==================== block 1
**Block 1: nets reached from selected ports**

(1.5 px per um)
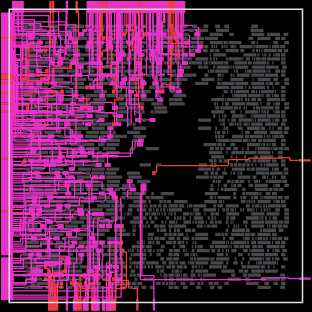

## src/rtl/mac4_sched_pkg.sv

```systemverilog
// Shared types and slot-packing helpers for the 4-node MAC array sequencer.
package mac4_sched_pkg;

  localparam int NODES_PER_GROUP = 4;
  localparam int FEATS_PER_NODE  = 4;

  typedef enum logic [2:0] {
    IDLE, FETCH, LAUNCH, WAIT, WRITE, NEXT, DONE
  } state_t;

  // LSB of node slot `slot` in a packed group bus whose elements are `width` bits.
  function automatic int slot_lsb(input int slot, input int width);
    return slot * FEATS_PER_NODE * width;
  endfunction

endpackage

```

## src/rtl/mac4_sched.sv

```systemverilog
// Walks the feature memory four nodes at a time: fetch rows, launch the MAC
// array, capture its 16 results and stream them out one node per beat.
module mac4_sched
  import mac4_sched_pkg::*;
#(
  parameter int IN_SIZE   = 7,
  parameter int OUT_SIZE  = 13,
  parameter int MAX_NODES = 64,
  parameter int ADDR_W    = 6
) (
  input  logic                                                clk,
  input  logic                                                rst_n,
  input  logic                                                start,
  input  logic [ADDR_W:0]                                     cfg_num_nodes,
  output logic                                                busy,
  output logic                                                done,
  output logic                                                feat_rd_en,
  output logic [ADDR_W-1:0]                                   feat_rd_addr,
  input  logic [FEATS_PER_NODE*IN_SIZE-1:0]                   feat_rd_data,
  output logic [NODES_PER_GROUP*FEATS_PER_NODE*IN_SIZE-1:0]   mac_x,
  output logic                                                mac_in_ready,
  input  logic                                                mac_ready,
  input  logic [NODES_PER_GROUP*FEATS_PER_NODE*OUT_SIZE-1:0]  mac_out,
  output logic                                                out_wr_en,
  input  logic                                                out_wr_ready,
  output logic [ADDR_W-1:0]                                   out_wr_addr,
  output logic [FEATS_PER_NODE*OUT_SIZE-1:0]                  out_wr_data
);

  localparam int XW = NODES_PER_GROUP * FEATS_PER_NODE * IN_SIZE;
  localparam int OW = NODES_PER_GROUP * FEATS_PER_NODE * OUT_SIZE;
  localparam int RW = FEATS_PER_NODE * IN_SIZE;
  localparam int WW = FEATS_PER_NODE * OUT_SIZE;
  localparam logic [ADDR_W:0] MAX_N  = (ADDR_W+1)'(MAX_NODES);
  localparam logic [ADDR_W:0] GRP_N  = (ADDR_W+1)'(NODES_PER_GROUP);
  localparam logic [2:0]      S_LAST = 3'(NODES_PER_GROUP);
  localparam logic [1:0]      B_LAST = 2'(NODES_PER_GROUP-1);

  state_t          state_q, state_d;
  logic [ADDR_W:0] num_q, num_d, base_q, base_d;
  logic [2:0]      s_q, s_d;
  logic [1:0]      b_q, b_d;
  logic            rd_vld_q;
  logic [XW-1:0]   mac_x_q, mac_x_d;
  logic [OW-1:0]   cap_q, cap_d;

  logic [ADDR_W:0] rd_idx, wr_idx, cfg_n;
  logic [1:0]      wslot;
  logic            rd_en, wr_en, last_beat;

  assign rd_idx    = base_q + (ADDR_W+1)'(s_q);
  assign wr_idx    = base_q + (ADDR_W+1)'(b_q);
  assign wslot     = 2'(s_q - 3'd1);
  assign cfg_n     = (cfg_num_nodes > MAX_N) ? MAX_N : cfg_num_nodes;
  assign rd_en     = (state_q == FETCH) && (s_q < S_LAST) && (rd_idx < num_q);
  assign wr_en     = (state_q == WRITE);
  // Valid nodes form a prefix of the group, so the first invalid slot ends it.
  assign last_beat = (b_q == B_LAST) || ((wr_idx + (ADDR_W+1)'(1)) >= num_q);

  always_comb begin
    state_d = state_q;
    num_d   = num_q;
    base_d  = base_q;
    s_d     = s_q;
    b_d     = b_q;
    mac_x_d = mac_x_q;
    cap_d   = cap_q;
    case (state_q)
      IDLE: if (start) begin
        num_d   = cfg_n;
        base_d  = '0;
        s_d     = '0;
        b_d     = '0;
        state_d = (cfg_n == '0) ? DONE : FETCH;
      end
      FETCH: begin
        // Read data lands one cycle late; slots with no read are zero-filled.
        if (s_q != 3'd0)
          mac_x_d[slot_lsb(int'(wslot), IN_SIZE) +: RW] = rd_vld_q ? feat_rd_data : '0;
        if (s_q == S_LAST) begin
          s_d     = '0;
          state_d = LAUNCH;
        end else begin
          s_d = s_q + 3'd1;
        end
      end
      LAUNCH: state_d = WAIT;
      WAIT: if (mac_ready) begin
        cap_d   = mac_out;
        b_d     = '0;
        state_d = WRITE;
      end
      WRITE: if (out_wr_ready) begin
        if (last_beat) state_d = NEXT;
        else           b_d     = b_q + 2'd1;
      end
      NEXT: begin
        base_d  = base_q + GRP_N;
        state_d = ((base_q + GRP_N) >= num_q) ? DONE : FETCH;
      end
      DONE:    state_d = IDLE;
      default: state_d = IDLE;
    endcase
  end

  always_ff @(posedge clk or negedge rst_n) begin
    if (!rst_n) begin
      state_q  <= IDLE;
      num_q    <= '0;
      base_q   <= '0;
      s_q      <= '0;
      b_q      <= '0;
      rd_vld_q <= 1'b0;
      mac_x_q  <= '0;
      cap_q    <= '0;
    end else begin
      state_q  <= state_d;
      num_q    <= num_d;
      base_q   <= base_d;
      s_q      <= s_d;
      b_q      <= b_d;
      rd_vld_q <= rd_en;
      mac_x_q  <= mac_x_d;
      cap_q    <= cap_d;
    end
  end

  assign busy         = rst_n && ((state_q == IDLE && start) ||
                                  (state_q != IDLE && state_q != DONE));
  assign done         = (state_q == DONE);
  assign feat_rd_en   = rd_en;
  assign feat_rd_addr = rd_en ? rd_idx[ADDR_W-1:0] : '0;
  assign mac_x        = mac_x_q;
  assign mac_in_ready = (state_q == LAUNCH);
  assign out_wr_en    = wr_en;
  assign out_wr_addr  = wr_en ? wr_idx[ADDR_W-1:0] : '0;
  assign out_wr_data  = wr_en ? cap_q[slot_lsb(int'(b_q), OUT_SIZE) +: WW] : '0;

endmodule
```

## config.mk

```make
export PLATFORM = sky130hd
export DESIGN_NAME = mac4_sched
export DESIGN_NICKNAME = d
export VERILOG_FILES = /design/src/rtl/mac4_sched_pkg.sv /design/src/rtl/mac4_sched.sv
export SDC_FILE = /design/constraint.sdc
export NUM_CORES = 1
export LEC_CHECK = 0
export ABC_CLOCK_PERIOD_IN_PS = 5700
export CORE_MARGIN = 8
export CORE_UTILIZATION = 51
export DETAILED_ROUTE_END_ITERATION = 7
export PLACE_DENSITY = 0.83
export SYNTH_ARGS = -nofsm -noshare
export SYNTH_HDL_FRONTEND = slang
export SYNTH_SLANG_ARGS = --single-unit
```

## constraint.sdc

```tcl
create_clock -name clk -period 5.7 [get_ports clk]
set_input_delay 0.855 -clock clk [delete_from_list [all_inputs] [get_ports clk]]
set_output_delay 0.855 -clock clk [all_outputs]
set_load 0.02 [all_outputs]
```

==================== block 2
File: config.mk
export PLATFORM = sky130hd
export DESIGN_NAME = sa_result_collector
export DESIGN_NICKNAME = d
export VERILOG_FILES = /design/src/rtl/sa_pkg.sv /design/src/rtl/sa_row_buffer.sv /design/src/rtl/sa_result_collector.sv
export SDC_FILE = /design/constraint.sdc
export NUM_CORES = 1
export LEC_CHECK = 0
export ABC_CLOCK_PERIOD_IN_PS = 2400
export CORE_UTILIZATION = 54
export CTS_CLUSTER_DIAMETER = 200
export CTS_CLUSTER_SIZE = 30
export DETAILED_ROUTE_END_ITERATION = 6
export HOLD_SLACK_MARGIN = 0.02
export MAX_ROUTING_LAYER = met4
export PLACE_DENSITY = 0.91
export SLEW_MARGIN = 10
export SYNTH_ARGS = -nofsm -noshare
export SYNTH_HDL_FRONTEND = slang
export SYNTH_SLANG_ARGS = --single-unit
File: constraint.sdc
create_clock -name clk -period 2.4 [get_ports clk]
set_input_delay 0.72 -clock clk [delete_from_list [all_inputs] [get_ports clk]]
set_output_delay 0.72 -clock clk [all_outputs]
set_load 0.02 [all_outputs]
File: src/rtl/sa_pkg.sv
// Shared types and constants for the systolic-array result collector.
// SA_COLLECT_TRANSPOSE_EN selects column-major drain in sa_row_buffer.
package sa_pkg;

    localparam int SA_DW    = 8;
    localparam int SA_LANES = 4;
    localparam int SA_ROWS  = 4;

    typedef enum logic [1:0] {
        IDLE    = 2'd0,
        CAPTURE = 2'd1,
        DRAIN   = 2'd2,
        DONE    = 2'd3
    } sa_state_e;

    // Lane 0 lands in the least significant byte of the packed row.
    function automatic logic [SA_LANES*SA_DW-1:0] sa_pack_row(
        input logic [SA_DW-1:0] l0,
        input logic [SA_DW-1:0] l1,
        input logic [SA_DW-1:0] l2,
        input logic [SA_DW-1:0] l3
    );
        return {l3, l2, l1, l0};
    endfunction

endpackage

File: src/rtl/sa_row_buffer.sv
// ROWS x LANES x DW result store: one row write port, one combinational read port.
// With SA_COLLECT_TRANSPOSE_EN the read port returns column raddr instead of row raddr.
module sa_row_buffer
    import sa_pkg::*;
#(
    parameter int DW    = SA_DW,
    parameter int LANES = SA_LANES,
    parameter int ROWS  = SA_ROWS,
    parameter int RW    = 2
) (
    input  logic                clk,
    input  logic                we,
    input  logic [RW-1:0]       waddr,
    input  logic [LANES*DW-1:0] wdata,
    input  logic [RW-1:0]       raddr,
    output logic [LANES*DW-1:0] rdata
);

    // Contents are don't-care after reset, so the array carries no reset.
    logic [LANES*DW-1:0] mem_q [ROWS];

    always_ff @(posedge clk) begin
        if (we) begin
            mem_q[waddr] <= wdata;
        end
    end

`ifdef SA_COLLECT_TRANSPOSE_EN
    // Word k gathers element k of every stored row; requires ROWS == LANES.
    always_comb begin
        rdata = '0;
        for (int j = 0; j < LANES; j++) begin
            rdata[j*DW +: DW] = mem_q[j][raddr*DW +: DW];
        end
    end
`else
    always_comb begin
        rdata = mem_q[raddr];
    end
`endif

endmodule

File: src/rtl/sa_result_collector.sv
// Collects ROWS beats of the array's shift-out lanes and drains them to an SRAM write port.
// SA_COLLECT_TRANSPOSE_EN drains columns instead of rows; timing is identical.
module sa_result_collector
    import sa_pkg::*;
#(
    parameter int            DW        = SA_DW,
    parameter int            LANES     = SA_LANES,
    parameter int            ROWS      = SA_ROWS,
    parameter int            AW        = 8,
    parameter logic [AW-1:0] BASE_ADDR = '0
) (
    input  logic                clk,
    input  logic                rstn,
    input  logic                start,
    input  logic                shift_valid,
    input  logic [DW-1:0]       shift_in_0,
    input  logic [DW-1:0]       shift_in_1,
    input  logic [DW-1:0]       shift_in_2,
    input  logic [DW-1:0]       shift_in_3,
    output logic                wr_valid,
    input  logic                wr_ready,
    output logic [AW-1:0]       wr_addr,
    output logic [LANES*DW-1:0] wr_data,
    output logic                busy,
    output logic                done,
    output logic                overrun,
    output sa_state_e           dbg_state
);

    localparam int RW = (ROWS > 1) ? $clog2(ROWS) : 1;
    localparam logic [RW-1:0] LAST_IDX = RW'(ROWS - 1);

    sa_state_e           state_q, state_d;
    logic [RW-1:0]       beat_cnt_q, beat_cnt_d;
    logic [RW-1:0]       row_cnt_q, row_cnt_d;
    logic                overrun_q, overrun_d;
    logic                buf_we;
    logic [LANES*DW-1:0] beat_row;
    logic [LANES*DW-1:0] rd_row;

    assign beat_row = sa_pack_row(shift_in_0, shift_in_1, shift_in_2, shift_in_3);

    sa_row_buffer #(
        .DW    (DW),
        .LANES (LANES),
        .ROWS  (ROWS),
        .RW    (RW)
    ) u_buf (
        .clk   (clk),
        .we    (buf_we),
        .waddr (beat_cnt_q),
        .wdata (beat_row),
        .raddr (row_cnt_q),
        .rdata (rd_row)
    );

    always_ff @(posedge clk or negedge rstn) begin
        if (!rstn) begin
            state_q    <= IDLE;
            beat_cnt_q <= '0;
            row_cnt_q  <= '0;
            overrun_q  <= 1'b0;
        end else begin
            state_q    <= state_d;
            beat_cnt_q <= beat_cnt_d;
            row_cnt_q  <= row_cnt_d;
            overrun_q  <= overrun_d;
        end
    end

    // Write handshake: a row transfers on any rising edge where wr_valid && wr_ready;
    // while wr_valid is high and wr_ready low, wr_addr/wr_data hold and wr_valid stays high.
    always_comb begin
        state_d    = state_q;
        beat_cnt_d = beat_cnt_q;
        row_cnt_d  = row_cnt_q;
        overrun_d  = overrun_q;
        buf_we     = 1'b0;
        case (state_q)
            IDLE: begin
                if (start) begin
                    state_d    = CAPTURE;
                    beat_cnt_d = '0;
                    overrun_d  = 1'b0;
                end
            end
            CAPTURE: begin
                if (shift_valid) begin
                    buf_we = 1'b1;
                    if (beat_cnt_q == LAST_IDX) begin
                        state_d    = DRAIN;
                        beat_cnt_d = '0;
                        row_cnt_d  = '0;
                    end else begin
                        beat_cnt_d = beat_cnt_q + 1'b1;
                    end
                end
            end
            DRAIN: begin
                if (shift_valid) begin
                    overrun_d = 1'b1;
                end
                if (wr_ready) begin
                    if (row_cnt_q == LAST_IDX) begin
                        state_d   = DONE;
                        row_cnt_d = '0;
                    end else begin
                        row_cnt_d = row_cnt_q + 1'b1;
                    end
                end
            end
            DONE: begin
                if (shift_valid) begin
                    overrun_d = 1'b1;
                end
                state_d = IDLE;
            end
            default: state_d = IDLE;
        endcase
    end

    // Outputs decode registered state, so an asynchronous reset clears them at once.
    assign wr_valid  = (state_q == DRAIN);
    assign wr_addr   = wr_valid ? (BASE_ADDR + AW'(row_cnt_q)) : '0;
    assign wr_data   = wr_valid ? rd_row : '0;
    assign busy      = (state_q == CAPTURE) || (state_q == DRAIN);
    assign done      = (state_q == DONE);
    assign overrun   = overrun_q;
    assign dbg_state = state_q;

endmodule

==================== block 3
==> src/rtl/pipe_hazard_ctrl_pkg.sv <==
// Shared types and constants for the pipeline hazard sequencer.
// Defines the FSM states, the PC source codes and the latch-control bundle.
package pipe_hazard_ctrl_pkg;

    typedef enum logic [1:0] {
        ST_RUN      = 2'd0,
        ST_MEM_WAIT = 2'd1,
        ST_REDIRECT = 2'd2
    } hz_state_e;

    localparam logic [1:0] PC_SEL_PC4    = 2'd0;
    localparam logic [1:0] PC_SEL_BRANCH = 2'd1;
    localparam logic [1:0] PC_SEL_MTVEC  = 2'd2;
    localparam logic [1:0] PC_SEL_MEPC   = 2'd3;

    typedef struct packed {
        logic       en_if;
        logic       en_ifid;
        logic       en_idex;
        logic       en_exmem;
        logic       en_memwb;
        logic       flush_ifid;
        logic       flush_idex;
        logic       flush_exmem;
        logic [1:0] pc_sel;
        logic       trap_commit;
    } latch_ctrl_t;

    // Every latch advances, nothing is flushed, fetch continues at PC+4.
    localparam latch_ctrl_t CTRL_RUN_DEFAULT = '{
        en_if: 1'b1, en_ifid: 1'b1, en_idex: 1'b1, en_exmem: 1'b1, en_memwb: 1'b1,
        flush_ifid: 1'b0, flush_idex: 1'b0, flush_exmem: 1'b0,
        pc_sel: PC_SEL_PC4, trap_commit: 1'b0
    };

    // Whole pipeline frozen while data memory is busy.
    localparam latch_ctrl_t CTRL_FROZEN = '{
        en_if: 1'b0, en_ifid: 1'b0, en_idex: 1'b0, en_exmem: 1'b0, en_memwb: 1'b0,
        flush_ifid: 1'b0, flush_idex: 1'b0, flush_exmem: 1'b0,
        pc_sel: PC_SEL_PC4, trap_commit: 1'b0
    };

endpackage

==> src/rtl/pipe_hazard_ctrl_if.sv <==
// Bundle of pipeline hazard inputs and latch-control outputs.
// The pipeline side uses master; the sequencer uses slave.
interface pipe_hazard_ctrl_if;
    logic [4:0] rs1_ID;
    logic [4:0] rs2_ID;
    logic       rs1_used_ID;
    logic       rs2_used_ID;
    logic [4:0] rd_EX;
    logic       mem_r_EX;
    logic       redirect_EX;
    logic [1:0] exp_vector_MEM;
    logic       mret_MEM;
    logic       isFlushed_MEM;
    logic       dmem_busy;

    logic       en_IF;
    logic       en_IFID;
    logic       flush_IFID;
    logic       en_IDEX;
    logic       flush_IDEX;
    logic       en_EXMEM;
    logic       flush_EXMEM;
    logic       en_MEMWB;
    logic [1:0] pc_sel;
    logic       trap_commit;

    modport master (
        output rs1_ID, rs2_ID, rs1_used_ID, rs2_used_ID, rd_EX, mem_r_EX,
               redirect_EX, exp_vector_MEM, mret_MEM, isFlushed_MEM, dmem_busy,
        input  en_IF, en_IFID, flush_IFID, en_IDEX, flush_IDEX, en_EXMEM,
               flush_EXMEM, en_MEMWB, pc_sel, trap_commit
    );

    modport slave (
        input  rs1_ID, rs2_ID, rs1_used_ID, rs2_used_ID, rd_EX, mem_r_EX,
               redirect_EX, exp_vector_MEM, mret_MEM, isFlushed_MEM, dmem_busy,
        output en_IF, en_IFID, flush_IFID, en_IDEX, flush_IDEX, en_EXMEM,
               flush_EXMEM, en_MEMWB, pc_sel, trap_commit
    );
endinterface

==> src/rtl/pipe_hazard_ctrl_sat_counter.sv <==
// Saturating up-counter used for the stall and redirect performance counters.
// Holds at all-ones instead of wrapping.
module sat_counter #(
    parameter int unsigned W = 32
) (
    input  logic         clk,
    input  logic         rst,
    input  logic         inc,
    output logic [W-1:0] count
);

    logic [W-1:0] count_q;
    logic [W-1:0] count_d;

    always_comb begin
        count_d = count_q;
        if (inc && (count_q != {W{1'b1}})) begin
            count_d = count_q + W'(1);
        end
    end

    always_ff @(posedge clk or posedge rst) begin
        if (rst) begin
            count_q <= '0;
        end else begin
            count_q <= count_d;
        end
    end

    assign count = count_q;

endmodule

==> src/rtl/pipe_hazard_ctrl.sv <==
// Central sequencer for the IF/ID, ID/EX, EX/MEM and MEM/WB latches: stalls,
// flushes, PC source selection, and saturating stall/redirect counters.
module pipe_hazard_ctrl
    import pipe_hazard_ctrl_pkg::*;
#(
    parameter int unsigned REDIRECT_BUBBLES = 1,
    parameter int unsigned CNT_W            = 32
) (
    input  logic             clk,
    input  logic             rst,
    pipe_hazard_ctrl_if.slave hz,
    output logic [CNT_W-1:0] stall_cycles,
    output logic [CNT_W-1:0] flush_events
);

    localparam logic [3:0] BUBBLES_INIT = 4'(REDIRECT_BUBBLES);

    hz_state_e   state_q;
    hz_state_e   state_d;
    logic [3:0]  bubble_q;
    logic [3:0]  bubble_d;
    latch_ctrl_t ctrl;
    logic        stall_inc;
    logic        flush_inc;
    logic        trap_evt;
    logic        mret_evt;
    logic        rs1_hit;
    logic        rs2_hit;
    logic        load_use;

    // A flushed bubble in MEM can never raise a trap or return.
    assign trap_evt = (hz.exp_vector_MEM != 2'b00) && !hz.isFlushed_MEM;
    assign mret_evt = hz.mret_MEM && !hz.isFlushed_MEM;

    assign rs1_hit  = hz.rs1_used_ID && (hz.rs1_ID == hz.rd_EX);
    assign rs2_hit  = hz.rs2_used_ID && (hz.rs2_ID == hz.rd_EX);
    assign load_use = hz.mem_r_EX && (hz.rd_EX != 5'd0) && (rs1_hit || rs2_hit);

    always_comb begin
        state_d   = state_q;
        bubble_d  = bubble_q;
        ctrl      = CTRL_RUN_DEFAULT;
        stall_inc = 1'b0;
        flush_inc = 1'b0;

        if (!rst) begin
            case (state_q)
                ST_RUN: begin
                    if (trap_evt || mret_evt) begin
                        ctrl.flush_ifid  = 1'b1;
                        ctrl.flush_idex  = 1'b1;
                        ctrl.flush_exmem = 1'b1;
                        ctrl.pc_sel      = trap_evt ? PC_SEL_MTVEC : PC_SEL_MEPC;
                        ctrl.trap_commit = trap_evt;
                        flush_inc        = 1'b1;
                        if (BUBBLES_INIT != 4'd0) begin
                            state_d  = ST_REDIRECT;
                            bubble_d = BUBBLES_INIT;
                        end
                    end else if (hz.dmem_busy) begin
                        ctrl      = CTRL_FROZEN;
                        stall_inc = 1'b1;
                        state_d   = ST_MEM_WAIT;
                    end else if (hz.redirect_EX) begin
                        // The ID instruction is discarded, so any load-use is moot.
                        ctrl.flush_ifid = 1'b1;
                        ctrl.flush_idex = 1'b1;
                        ctrl.pc_sel     = PC_SEL_BRANCH;
                        flush_inc       = 1'b1;
                    end else if (load_use) begin
                        ctrl.en_if      = 1'b0;
                        ctrl.en_ifid    = 1'b0;
                        ctrl.flush_idex = 1'b1;
                        stall_inc       = 1'b1;
                    end
                end

                ST_MEM_WAIT: begin
                    if (hz.dmem_busy) begin
                        ctrl      = CTRL_FROZEN;
                        stall_inc = 1'b1;
                    end else begin
                        state_d = ST_RUN;
                    end
                end

                ST_REDIRECT: begin
                    if (hz.dmem_busy) begin
                        ctrl      = CTRL_FROZEN;
                        stall_inc = 1'b1;
                    end else begin
                        ctrl.en_if      = 1'b0;
                        ctrl.flush_ifid = 1'b1;
                        bubble_d        = bubble_q - 4'd1;
                        if (bubble_q <= 4'd1) begin
                            state_d = ST_RUN;
                        end
                    end
                end

                default: begin
                    state_d  = ST_RUN;
                    bubble_d = 4'd0;
                end
            endcase
        end
    end

    always_ff @(posedge clk or posedge rst) begin
        if (rst) begin
            state_q  <= ST_RUN;
            bubble_q <= 4'd0;
        end else begin
            state_q  <= state_d;
            bubble_q <= bubble_d;
        end
    end

    assign hz.en_IF       = ctrl.en_if;
    assign hz.en_IFID     = ctrl.en_ifid;
    assign hz.flush_IFID  = ctrl.flush_ifid;
    assign hz.en_IDEX     = ctrl.en_idex;
    assign hz.flush_IDEX  = ctrl.flush_idex;
    assign hz.en_EXMEM    = ctrl.en_exmem;
    assign hz.flush_EXMEM = ctrl.flush_exmem;
    assign hz.en_MEMWB    = ctrl.en_memwb;
    assign hz.pc_sel      = ctrl.pc_sel;
    assign hz.trap_commit = ctrl.trap_commit;

    sat_counter #(.W(CNT_W)) u_stall_cnt (
        .clk   (clk),
        .rst   (rst),
        .inc   (stall_inc),
        .count (stall_cycles)
    );

    sat_counter #(.W(CNT_W)) u_flush_cnt (
        .clk   (clk),
        .rst   (rst),
        .inc   (flush_inc),
        .count (flush_events)
    );

endmodule

==> src/flat_wrapper.sv <==
// flat-port wrapper written by rule: the top's interface ports become plain ports
module pipe_hazard_ctrl_flat import pipe_hazard_ctrl_pkg::*;
#(
    parameter int unsigned REDIRECT_BUBBLES = 1,
    parameter int unsigned CNT_W            = 32
)
  (clk, rst, stall_cycles, flush_events, hz_rs1_ID, hz_rs2_ID, hz_rs1_used_ID, hz_rs2_used_ID, hz_rd_EX, hz_mem_r_EX, hz_redirect_EX, hz_exp_vector_MEM, hz_mret_MEM, hz_isFlushed_MEM, hz_dmem_busy, hz_en_IF, hz_en_IFID, hz_flush_IFID, hz_en_IDEX, hz_flush_IDEX, hz_en_EXMEM, hz_flush_EXMEM, hz_en_MEMWB, hz_pc_sel, hz_trap_commit);
  pipe_hazard_ctrl_if hz_i ();
  input  logic clk;
  input  logic rst;
  output logic [CNT_W-1:0] stall_cycles;
  output logic [CNT_W-1:0] flush_events;
  input wire logic [$bits(hz_i.rs1_ID)-1:0] hz_rs1_ID;
  input wire logic [$bits(hz_i.rs2_ID)-1:0] hz_rs2_ID;
  input wire logic [$bits(hz_i.rs1_used_ID)-1:0] hz_rs1_used_ID;
  input wire logic [$bits(hz_i.rs2_used_ID)-1:0] hz_rs2_used_ID;
  input wire logic [$bits(hz_i.rd_EX)-1:0] hz_rd_EX;
  input wire logic [$bits(hz_i.mem_r_EX)-1:0] hz_mem_r_EX;
  input wire logic [$bits(hz_i.redirect_EX)-1:0] hz_redirect_EX;
  input wire logic [$bits(hz_i.exp_vector_MEM)-1:0] hz_exp_vector_MEM;
  input wire logic [$bits(hz_i.mret_MEM)-1:0] hz_mret_MEM;
  input wire logic [$bits(hz_i.isFlushed_MEM)-1:0] hz_isFlushed_MEM;
  input wire logic [$bits(hz_i.dmem_busy)-1:0] hz_dmem_busy;
  output wire logic [$bits(hz_i.en_IF)-1:0] hz_en_IF;
  output wire logic [$bits(hz_i.en_IFID)-1:0] hz_en_IFID;
  output wire logic [$bits(hz_i.flush_IFID)-1:0] hz_flush_IFID;
  output wire logic [$bits(hz_i.en_IDEX)-1:0] hz_en_IDEX;
  output wire logic [$bits(hz_i.flush_IDEX)-1:0] hz_flush_IDEX;
  output wire logic [$bits(hz_i.en_EXMEM)-1:0] hz_en_EXMEM;
  output wire logic [$bits(hz_i.flush_EXMEM)-1:0] hz_flush_EXMEM;
  output wire logic [$bits(hz_i.en_MEMWB)-1:0] hz_en_MEMWB;
  output wire logic [$bits(hz_i.pc_sel)-1:0] hz_pc_sel;
  output wire logic [$bits(hz_i.trap_commit)-1:0] hz_trap_commit;
  assign hz_i.rs1_ID = hz_rs1_ID;
  assign hz_i.rs2_ID = hz_rs2_ID;
  assign hz_i.rs1_used_ID = hz_rs1_used_ID;
  assign hz_i.rs2_used_ID = hz_rs2_used_ID;
  assign hz_i.rd_EX = hz_rd_EX;
  assign hz_i.mem_r_EX = hz_mem_r_EX;
  assign hz_i.redirect_EX = hz_redirect_EX;
  assign hz_i.exp_vector_MEM = hz_exp_vector_MEM;
  assign hz_i.mret_MEM = hz_mret_MEM;
  assign hz_i.isFlushed_MEM = hz_isFlushed_MEM;
  assign hz_i.dmem_busy = hz_dmem_busy;
  assign hz_en_IF = hz_i.en_IF;
  assign hz_en_IFID = hz_i.en_IFID;
  assign hz_flush_IFID = hz_i.flush_IFID;
  assign hz_en_IDEX = hz_i.en_IDEX;
  assign hz_flush_IDEX = hz_i.flush_IDEX;
  assign hz_en_EXMEM = hz_i.en_EXMEM;
  assign hz_flush_EXMEM = hz_i.flush_EXMEM;
  assign hz_en_MEMWB = hz_i.en_MEMWB;
  assign hz_pc_sel = hz_i.pc_sel;
  assign hz_trap_commit = hz_i.trap_commit;
  pipe_hazard_ctrl #(.REDIRECT_BUBBLES(REDIRECT_BUBBLES), .CNT_W(CNT_W)) u_core (.clk(clk), .rst(rst), .hz(hz_i), .stall_cycles(stall_cycles), .flush_events(flush_events));
endmodule
==> config.mk <==
export PLATFORM = sky130hd
export DESIGN_NAME = pipe_hazard_ctrl_flat
export DESIGN_NICKNAME = d
export VERILOG_FILES = /design/src/rtl/pipe_hazard_ctrl_pkg.sv /design/src/rtl/pipe_hazard_ctrl_if.sv /design/src/rtl/pipe_hazard_ctrl_sat_counter.sv /design/src/rtl/pipe_hazard_ctrl.sv /design/src/flat_wrapper.sv
export SDC_FILE = /design/constraint.sdc
export NUM_CORES = 1
export LEC_CHECK = 0
export ABC_AREA = 1
export CAP_MARGIN = 20
export CORE_AREA = 3 3 138 140
export CTS_BUF_LIST = sky130_fd_sc_hd__clkbuf_4
export CTS_CLUSTER_SIZE = 16
export DETAILED_ROUTE_END_ITERATION = 8
export DIE_AREA = 0 0 141 143
export HOLD_SLACK_MARGIN = 0.15
export PLACE_DENSITY_LB_ADDON = 0.08
export SLEW_MARGIN = 20
export SYNTH_ARGS = -nofsm -noshare
export SYNTH_HDL_FRONTEND = slang
export SYNTH_HIERARCHICAL = 1
export SYNTH_SLANG_ARGS = --single-unit
==> constraint.sdc <==
create_clock -name clk -period 2.2 [get_ports clk]
set_input_delay 0.66 -clock clk [delete_from_list [all_inputs] [get_ports clk]]
set_output_delay 0.66 -clock clk [all_outputs]
set_load 0.02 [all_outputs]
==================== block 4
**config.mk**
```make
export PLATFORM = sky130hd
export DESIGN_NAME = dp_arbiter_flat
export DESIGN_NICKNAME = d
export VERILOG_FILES = /design/src/rtl/dp_arbiter_if.sv /design/src/rtl/dp_arbiter.sv /design/src/flat_wrapper.sv
export SDC_FILE = /design/constraint.sdc
export NUM_CORES = 1
export LEC_CHECK = 0
export ABC_AREA = 1
export CAP_MARGIN = 20
export CORE_UTILIZATION = 49
export DETAILED_ROUTE_END_ITERATION = 10
export PLACE_DENSITY_LB_ADDON = 0.2
export SLEW_MARGIN = 20
export SYNTH_ARGS = -nofsm -noshare
export SYNTH_HDL_FRONTEND = slang
export SYNTH_SLANG_ARGS = --single-unit
```
**constraint.sdc**
```tcl
create_clock -name clk -period 1.8 [get_ports clk]
set_input_delay 0.36 -clock clk [delete_from_list [all_inputs] [get_ports clk]]
set_output_delay 0.36 -clock clk [all_outputs]
set_load 0.02 [all_outputs]
```
**src/rtl/dp_arbiter_if.sv**
```systemverilog
// Bundle of request, grant and datapath handshake signals for dp_arbiter.
// master: arbiter side. slave: requesters and datapath controller side.
interface dp_arbiter_if #(
   parameter int unsigned NREQ = 4
);
   logic [NREQ-1:0] req;
   logic [NREQ-1:0] req_mode;
   logic            dp_done;
   logic [NREQ-1:0] gnt;
   logic            dp_start;
   logic            dp_mode;
   logic [NREQ-1:0] ack;
   logic            err;
   logic            busy;

   modport master (
      input  req, req_mode, dp_done,
      output gnt, dp_start, dp_mode, ack, err, busy
   );

   modport slave (
      output req, req_mode, dp_done,
      input  gnt, dp_start, dp_mode, ack, err, busy
   );
endinterface

```
**src/rtl/dp_arbiter.sv**
```systemverilog
// Round-robin arbiter granting one of NREQ requesters access to a shared datapath.
// Moore FSM IDLE -> START -> WAIT -> RELEASE, all outputs registered.
// Optional WAIT watchdog compiled in with macro DP_ARBITER_WATCHDOG_EN; without it
// WAIT is held until dp_done and err is tied low.
module dp_arbiter #(
   parameter int unsigned NREQ    = 4,
   parameter int unsigned TIMEOUT = 16
) (
   input logic          clk,
   input logic          reset,
   dp_arbiter_if.master bus
);
   localparam int unsigned IdxW = (NREQ > 1) ? $clog2(NREQ) : 1;

   typedef enum logic [1:0] {StIdle, StStart, StWait, StRelease} state_e;

   // Reject out-of-range configurations at elaboration.
   if (NREQ < 2 || NREQ > 8 || TIMEOUT == 0 || TIMEOUT > 255) begin : g_bad_cfg
      $error("dp_arbiter: NREQ must be 2..8 and TIMEOUT 1..255");
   end

   state_e          state_q;
   logic [IdxW-1:0] sel_q;
   logic [IdxW-1:0] last_q;
   logic [NREQ-1:0] gnt_q;
   logic [NREQ-1:0] ack_q;
   logic            dp_start_q;
   logic            dp_mode_q;
   logic            busy_q;
   logic [IdxW-1:0] win_idx;
   logic            win_found;
   logic [NREQ-1:0] win_onehot;

`ifdef DP_ARBITER_WATCHDOG_EN
   logic [7:0]      wd_cnt_q;
   logic            err_q;
`endif

   // Round-robin search: first set req bit starting just above the last winner.
   always_comb begin
      win_found = 1'b0;
      win_idx   = last_q;
      for (int unsigned i = 1; i <= NREQ; i++) begin
         if (!win_found && bus.req[IdxW'((32'(last_q) + i) % NREQ)]) begin
            win_found = 1'b1;
            win_idx   = IdxW'((32'(last_q) + i) % NREQ);
         end
      end
      win_onehot = {{(NREQ-1){1'b0}}, 1'b1} << win_idx;
   end

   // Arbiter FSM with registered outputs; last starts at NREQ-1 so requester 0 wins first.
   always_ff @(posedge clk or posedge reset) begin
      if (reset) begin
         state_q    <= StIdle;
         sel_q      <= '0;
         last_q     <= IdxW'(NREQ - 1);
         gnt_q      <= '0;
         ack_q      <= '0;
         dp_start_q <= 1'b0;
         dp_mode_q  <= 1'b0;
         busy_q     <= 1'b0;
`ifdef DP_ARBITER_WATCHDOG_EN
         wd_cnt_q   <= '0;
         err_q      <= 1'b0;
`endif
      end else begin
         dp_start_q <= 1'b0;
         ack_q      <= '0;
`ifdef DP_ARBITER_WATCHDOG_EN
         err_q      <= 1'b0;
`endif
         case (state_q)
            StIdle: begin
               if (win_found) begin
                  sel_q      <= win_idx;
                  gnt_q      <= win_onehot;
                  dp_mode_q  <= bus.req_mode[win_idx];
                  dp_start_q <= 1'b1;
                  busy_q     <= 1'b1;
                  state_q    <= StStart;
               end
            end
            StStart: begin
               // dp_done is deliberately ignored here.
               state_q <= StWait;
`ifdef DP_ARBITER_WATCHDOG_EN
               wd_cnt_q <= '0;
`endif
            end
            StWait: begin
               if (bus.dp_done) begin
                  ack_q   <= gnt_q;
                  state_q <= StRelease;
`ifdef DP_ARBITER_WATCHDOG_EN
               end else if (wd_cnt_q == 8'(TIMEOUT - 1)) begin
                  // TIMEOUT edges spent in WAIT without completion.
                  ack_q   <= gnt_q;
                  err_q   <= 1'b1;
                  state_q <= StRelease;
               end else begin
                  wd_cnt_q <= wd_cnt_q + 8'd1;
`endif
               end
            end
            StRelease: begin
               last_q    <= sel_q;
               gnt_q     <= '0;
               dp_mode_q <= 1'b0;
               busy_q    <= 1'b0;
               state_q   <= StIdle;
            end
            default: state_q <= StIdle;
         endcase
      end
   end

   assign bus.gnt      = gnt_q;
   assign bus.ack      = ack_q;
   assign bus.dp_start = dp_start_q;
   assign bus.dp_mode  = dp_mode_q;
   assign bus.busy     = busy_q;
`ifdef DP_ARBITER_WATCHDOG_EN
   assign bus.err      = err_q;
`else
   assign bus.err      = 1'b0;
`endif
endmodule
```
**src/flat_wrapper.sv**
```systemverilog
// flat-port wrapper written by rule: the top's interface ports become plain ports
module dp_arbiter_flat 
#(
   parameter int unsigned NREQ    = 4,
   parameter int unsigned TIMEOUT = 16
)
  (clk, reset, bus_req, bus_req_mode, bus_dp_done, bus_gnt, bus_dp_start, bus_dp_mode, bus_ack, bus_err, bus_busy);
  dp_arbiter_if #(.NREQ(NREQ)) bus_i ();
  input logic clk;
  input logic reset;
  input wire logic [$bits(bus_i.req)-1:0] bus_req;
  input wire logic [$bits(bus_i.req_mode)-1:0] bus_req_mode;
  input wire logic [$bits(bus_i.dp_done)-1:0] bus_dp_done;
  output wire logic [$bits(bus_i.gnt)-1:0] bus_gnt;
  output wire logic [$bits(bus_i.dp_start)-1:0] bus_dp_start;
  output wire logic [$bits(bus_i.dp_mode)-1:0] bus_dp_mode;
  output wire logic [$bits(bus_i.ack)-1:0] bus_ack;
  output wire logic [$bits(bus_i.err)-1:0] bus_err;
  output wire logic [$bits(bus_i.busy)-1:0] bus_busy;
  assign bus_i.req = bus_req;
  assign bus_i.req_mode = bus_req_mode;
  assign bus_i.dp_done = bus_dp_done;
  assign bus_gnt = bus_i.gnt;
  assign bus_dp_start = bus_i.dp_start;
  assign bus_dp_mode = bus_i.dp_mode;
  assign bus_ack = bus_i.ack;
  assign bus_err = bus_i.err;
  assign bus_busy = bus_i.busy;
  dp_arbiter #(.NREQ(NREQ), .TIMEOUT(TIMEOUT)) u_core (.clk(clk), .reset(reset), .bus(bus_i));
endmodule
```
**Block 1: the metal 1 layer**

(2 px per um) Supply wires on this layer in grey.
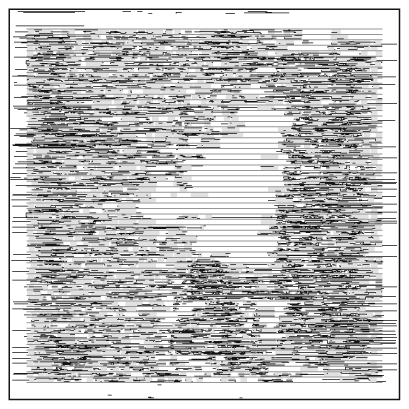
- share of all routed wire: 37%
- nets with wire on the layer: 1748
- wire length on this layer: 18700 um
- longest straight run: 40.0 um
met1 usage: 30.33%
Total Routed Length: 51.22 mm
vias after detailed routing: 12200

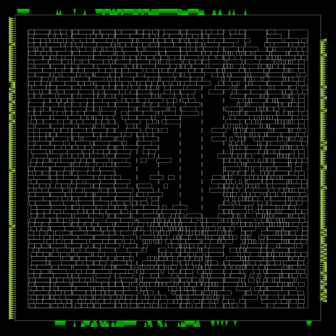
**Above:** block 1 (cell outlines without signal wires).
fillers: 2149
Placement Rows: 65

## Picture notes: 'nets reached from selected ports' of block 1
- mac_out: magenta (direction input; edge 130 left, 61 top, 16 bottom, 1 right; end cells 208; buffers 208; wire 10500 um)
- out_wr_data: red (direction output; edge 22 top, 19 bottom, 10 left, 1 right; end cells 52; buffers 52; wire 1970 um)
I/O pin count: 429
port bufs: 428

==> impl.org, block 1 <==
#+TITLE: Synthesis and PnR summary

** Final timing
- Min Clock Period, post-route :: 4.550 ns
- Fin. max-slew vios :: 0
- Across the routed clock network, the largest skew measured is 0.01126 ns.

** Global route
- Met2 Usage GRT :: a little over two fifths
- The first global-routing pass estimated around 80 mm of wire.

** Detailed routing
- Per the detail_route log, the uppermost layer with routed signals is met5.
- Number of detailed-route iterations in the first pass :: 5
- Met2 WL post-DR :: 24.67 mm

** Final layout
- Post-layout net count :: between 1500 and 2000
- The register with the most flip-flops in the layout has between 200 and 250 of them.
- Clock-cell share of area :: 5.525%
- The flow measured a signed area growth from synthesis to layout of 35.29%.

** Worst setup path
- The launch point of the worst register-to-register path is recorded as s_q[0].
- Along the critical path, the tally of buffer and inverter instances is 2.
- Worst-case reg-to-reg path depth :: 8
- STA classifies the critical path endpoint as an output pin.

** Power
- Sequential share of power :: between 30% and 40%
- Power drawn by the combinational cells :: between 4 and 5 mW

** Floorplan
- The flow inserted 402 tap cells.

** Place
- Routability congestion estimate :: about 0.91

** Run status
- Status :: finished, final reports clean
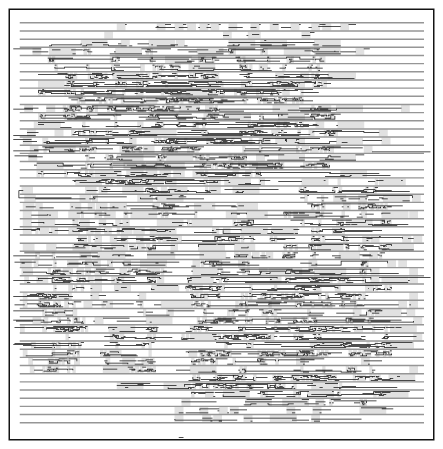
**Above:** block 3 (the metal 1 layer).
(3 px per um) Supply wires on this layer in grey.
- main direction: horizontal
- longest straight run: 45.1 um
vias after detailed routing: 5542
Total Routed Length: 16.74 mm
met1 usage: 23.18%

==> impl.org, block 3 <==
#+TITLE: Synthesis and PnR summary

** Final timing
- Largest clock skew in the final design :: between 0.02 and 0.03 ns
- For the final routed database, the setup TNS stands at -1.732 ns.
- Static timing analysis puts the maximum clock frequency at about 420 MHz.
- The most critical hold endpoint after final layout shows a slack of ~0.49 ns.
- Setup WS post-layout :: -0.1951 ns
- Per the finish-stage timing summary, setup violations number 11.

** Clock network
- The number of clock buffers added by TritonCTS is 9.
- Buffer cell driving the clock tree root :: sky130_fd_sc_hd__clkbuf_4

** Power
- Power group with the largest share :: combinational cells
- Cell internal power was estimated by the tool at a little over 3 mW.
- Net switching power of the design :: just under 2 mW

** Floorplan
- For this configuration, the core starts out at a cell density of approximately 30%.

** Synthesis
- In this run the biggest area consumer among cell types represents between 30% and 40% of the synthesized area.
- Counting flops with an async set or reset pin after synthesis yields a share of 100.0%.
- Cells after synthesis :: 854

** Final layout
- Sequential cell count :: roughly 70
- From synthesis to final layout, the design area changed by 38.45%.
- Layout cells sized above 1 :: around a fifth

** Run status
- Failing checks :: setup timing
- The run finished, with violations left.

** Worst setup path
- STA classifies the critical path startpoint as a flop.
- Highest fanout seen on the critical path :: 3
- Worst endpoint required time :: ~1.5 ns
- Critical path endpoint category :: output pin

** Global route
- Per the GRT congestion report, total overflow comes to 0.

** Detailed routing
- In this run the top signal layer used is met5.

** Flow run
- OpenROAD emitted warnings numbering 32.
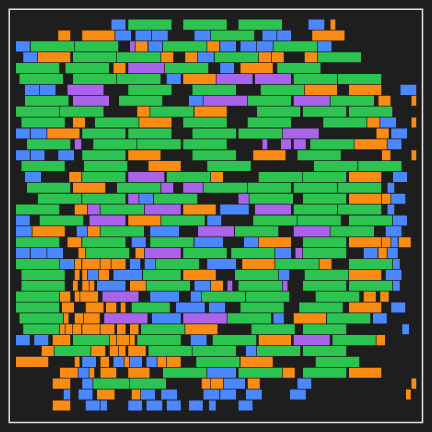
**Above:** block 2 (placed cells, one colour a class).
(4 px per um)
- combinational and other logic: orange (cells 123; share of their area 20%)
- other buffers and delay cells: blue (cells 104; share of their area 16%)
- clock drivers and dummy loads: purple (cells 32; share of their area 8.1%)
- flops: green (cells 135; share of their area 56%)
flop share of the area: 55.17%
Core Footprint: 9819 um^2
end-of-flow core utilization: 74.24%

==> impl.org, block 2 <==
#+TITLE: Synthesis and PnR summary

** Final layout
- Flip-flop count of the largest register, all copies and words added :: between 100 and 150
- The number of antenna diodes in the final layout is 0.
- Number of logic inverters in the finished layout :: 8

** Synthesis
- Top flip-flop cell by instance count after synthesis :: sky130_fd_sc_hd__edfxtp_1

** Worst setup path
- Broken down by cell family, the worst path's largest delay share belongs to multiplexers.
- Launching element of the worst setup path :: row_cnt_q[0]
- Worst endpoint required time :: 1.68 ns

** Run status
- Failing checks :: setup timing
- The flow ran to the end, but the final reports show violations.

** Flow run
- The number of maximum-capacitance violations recorded for the run is 0.

** Power
- Largest voltage drop on the vdd net :: 0.7608 mV
- Net switching power of the design :: approximately 2.5 mW

** Clock network
- The report puts the hold buffer count at CTS at 0.

** Final timing
- The final timing report counts setup violations totalling 32.
- Setup WS post-layout :: -0.3419 ns
- Maximum clock rate :: ~360 MHz
- Min Clock Period, post-route :: 2.742 ns

** Floorplan
- Floorplan die height :: roughly 100 um
- The floorplan step defined a die boundary enclosing 10600 um^2.

** Global route
- For this run, global-route usage on met2 was measured as between 30% and 40%.
- The number of antenna violations at the first check in global routing is 0.
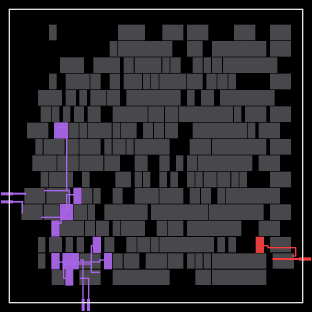
**Above:** block 4 (nets reached from selected ports).
(6 px per um)
- reset: red (direction input; edge right; end cells 1; buffers 1; wire 12.8 um)
- bus_req: purple (direction input; edge 2 bottom, 2 left; end cells 10; buffers 4; wire 76.8 um)
port bufs: 21
I/O pin count: 23

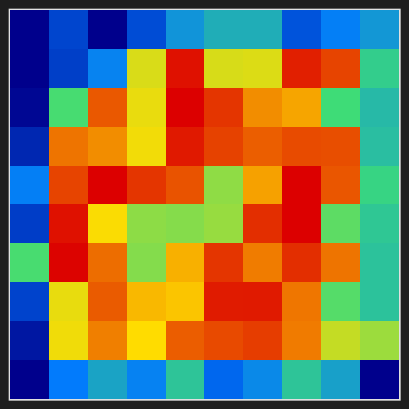
**Above:** block 4 (placement density heat map).
(8 px per um) 10 x 10 tiles, from dark blue (low) to red (high), 0 to 100% covered.
- nearly empty tiles: 6.0%
- fullest tile: 100%
- emptiest ninth of the die: top left
Core Footprint: 2002 um^2
end-of-flow core utilization: 74.38%
effective utilization at floorplan: 53.25%

==> impl.org, block 4 <==
#+TITLE: Synthesis and PnR summary

** Detailed routing
- Before antenna repair, the detailed router went through 4 iterations.

** Place
- Prior to clock tree synthesis, the placed netlist has a worst setup slack of -0.1500 ns.
- Once placement finished, the instance area stood at 1336 um^2.

** Floorplan
- Chip area :: 2366 um^2

** Synthesis
- Number of warning messages in the yosys log :: 0
- The synthesized design devotes to its leading area cell type about a third of total area.
- The post-synth register bit count is 17.

** Worst setup path
- The launch point of the critical path was reported as u_core.last_q[0].

** Global route
- First-pass GRT wire length :: between 3 and 4 mm

** Final timing
- Setup repair after global routing could not meet its margin everywhere.
- The most critical hold endpoint after final layout shows a slack of roughly 0.43 ns.

** Final layout
- Number of logic inverters in the finished layout :: 20
- Clock buffers :: 4

** Run status
- The flow ran to the end, and the final reports show no timing, DRC or antenna violations.

** Power
- Per report_power, the combinational group accounts for between 70% and 80% of the total.


## Gallery

Cell outlines without signal wires.
Plate I
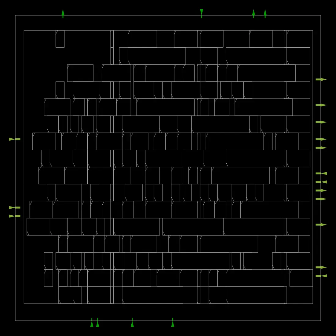
Plate II
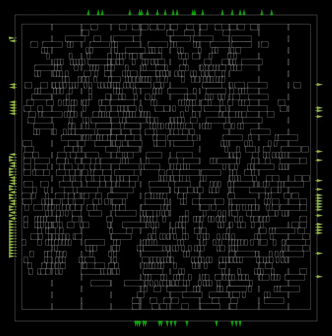
Plate III
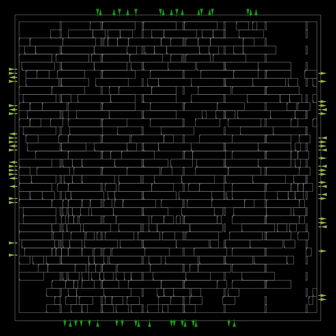
| from | picture |
|---|---|
| block 4 | Plate I |
| block 2 | Plate III |
| block 3 | Plate II |


==> notes/layouts.md <==
Pictures saved along the way, in no particular order.

Placement density heat map.
picture 1
(4 px per um) 10 x 10 tiles, from dark blue (low) to red (high), 0 to 100% covered.
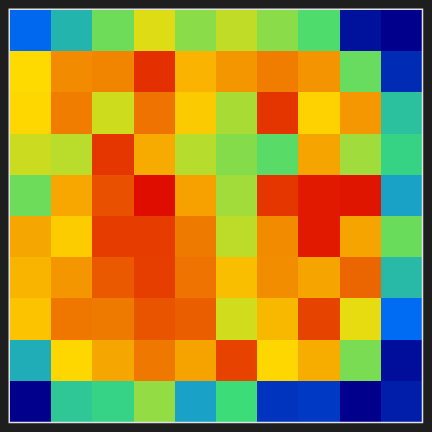
picture 2
(2 px per um) 14 x 14 tiles, from dark blue (low) to red (high), 0 to 100% covered.
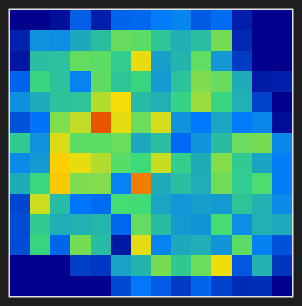
picture 3
(2 px per um) 19 x 19 tiles, from dark blue (low) to red (high), 0 to 100% covered.
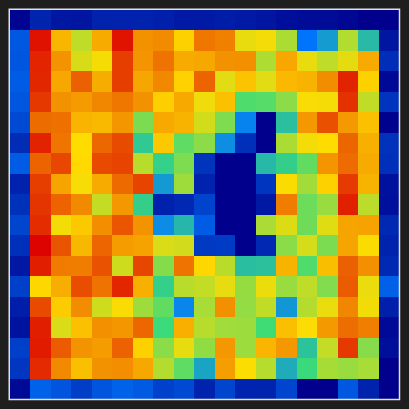
The one with the largest die is picture 3.
The one with the lowest utilization is picture 2.
picture 3: block 1
picture 1: block 2
picture 2: block 3

Power is estimated from default activity; no workload was simulated.
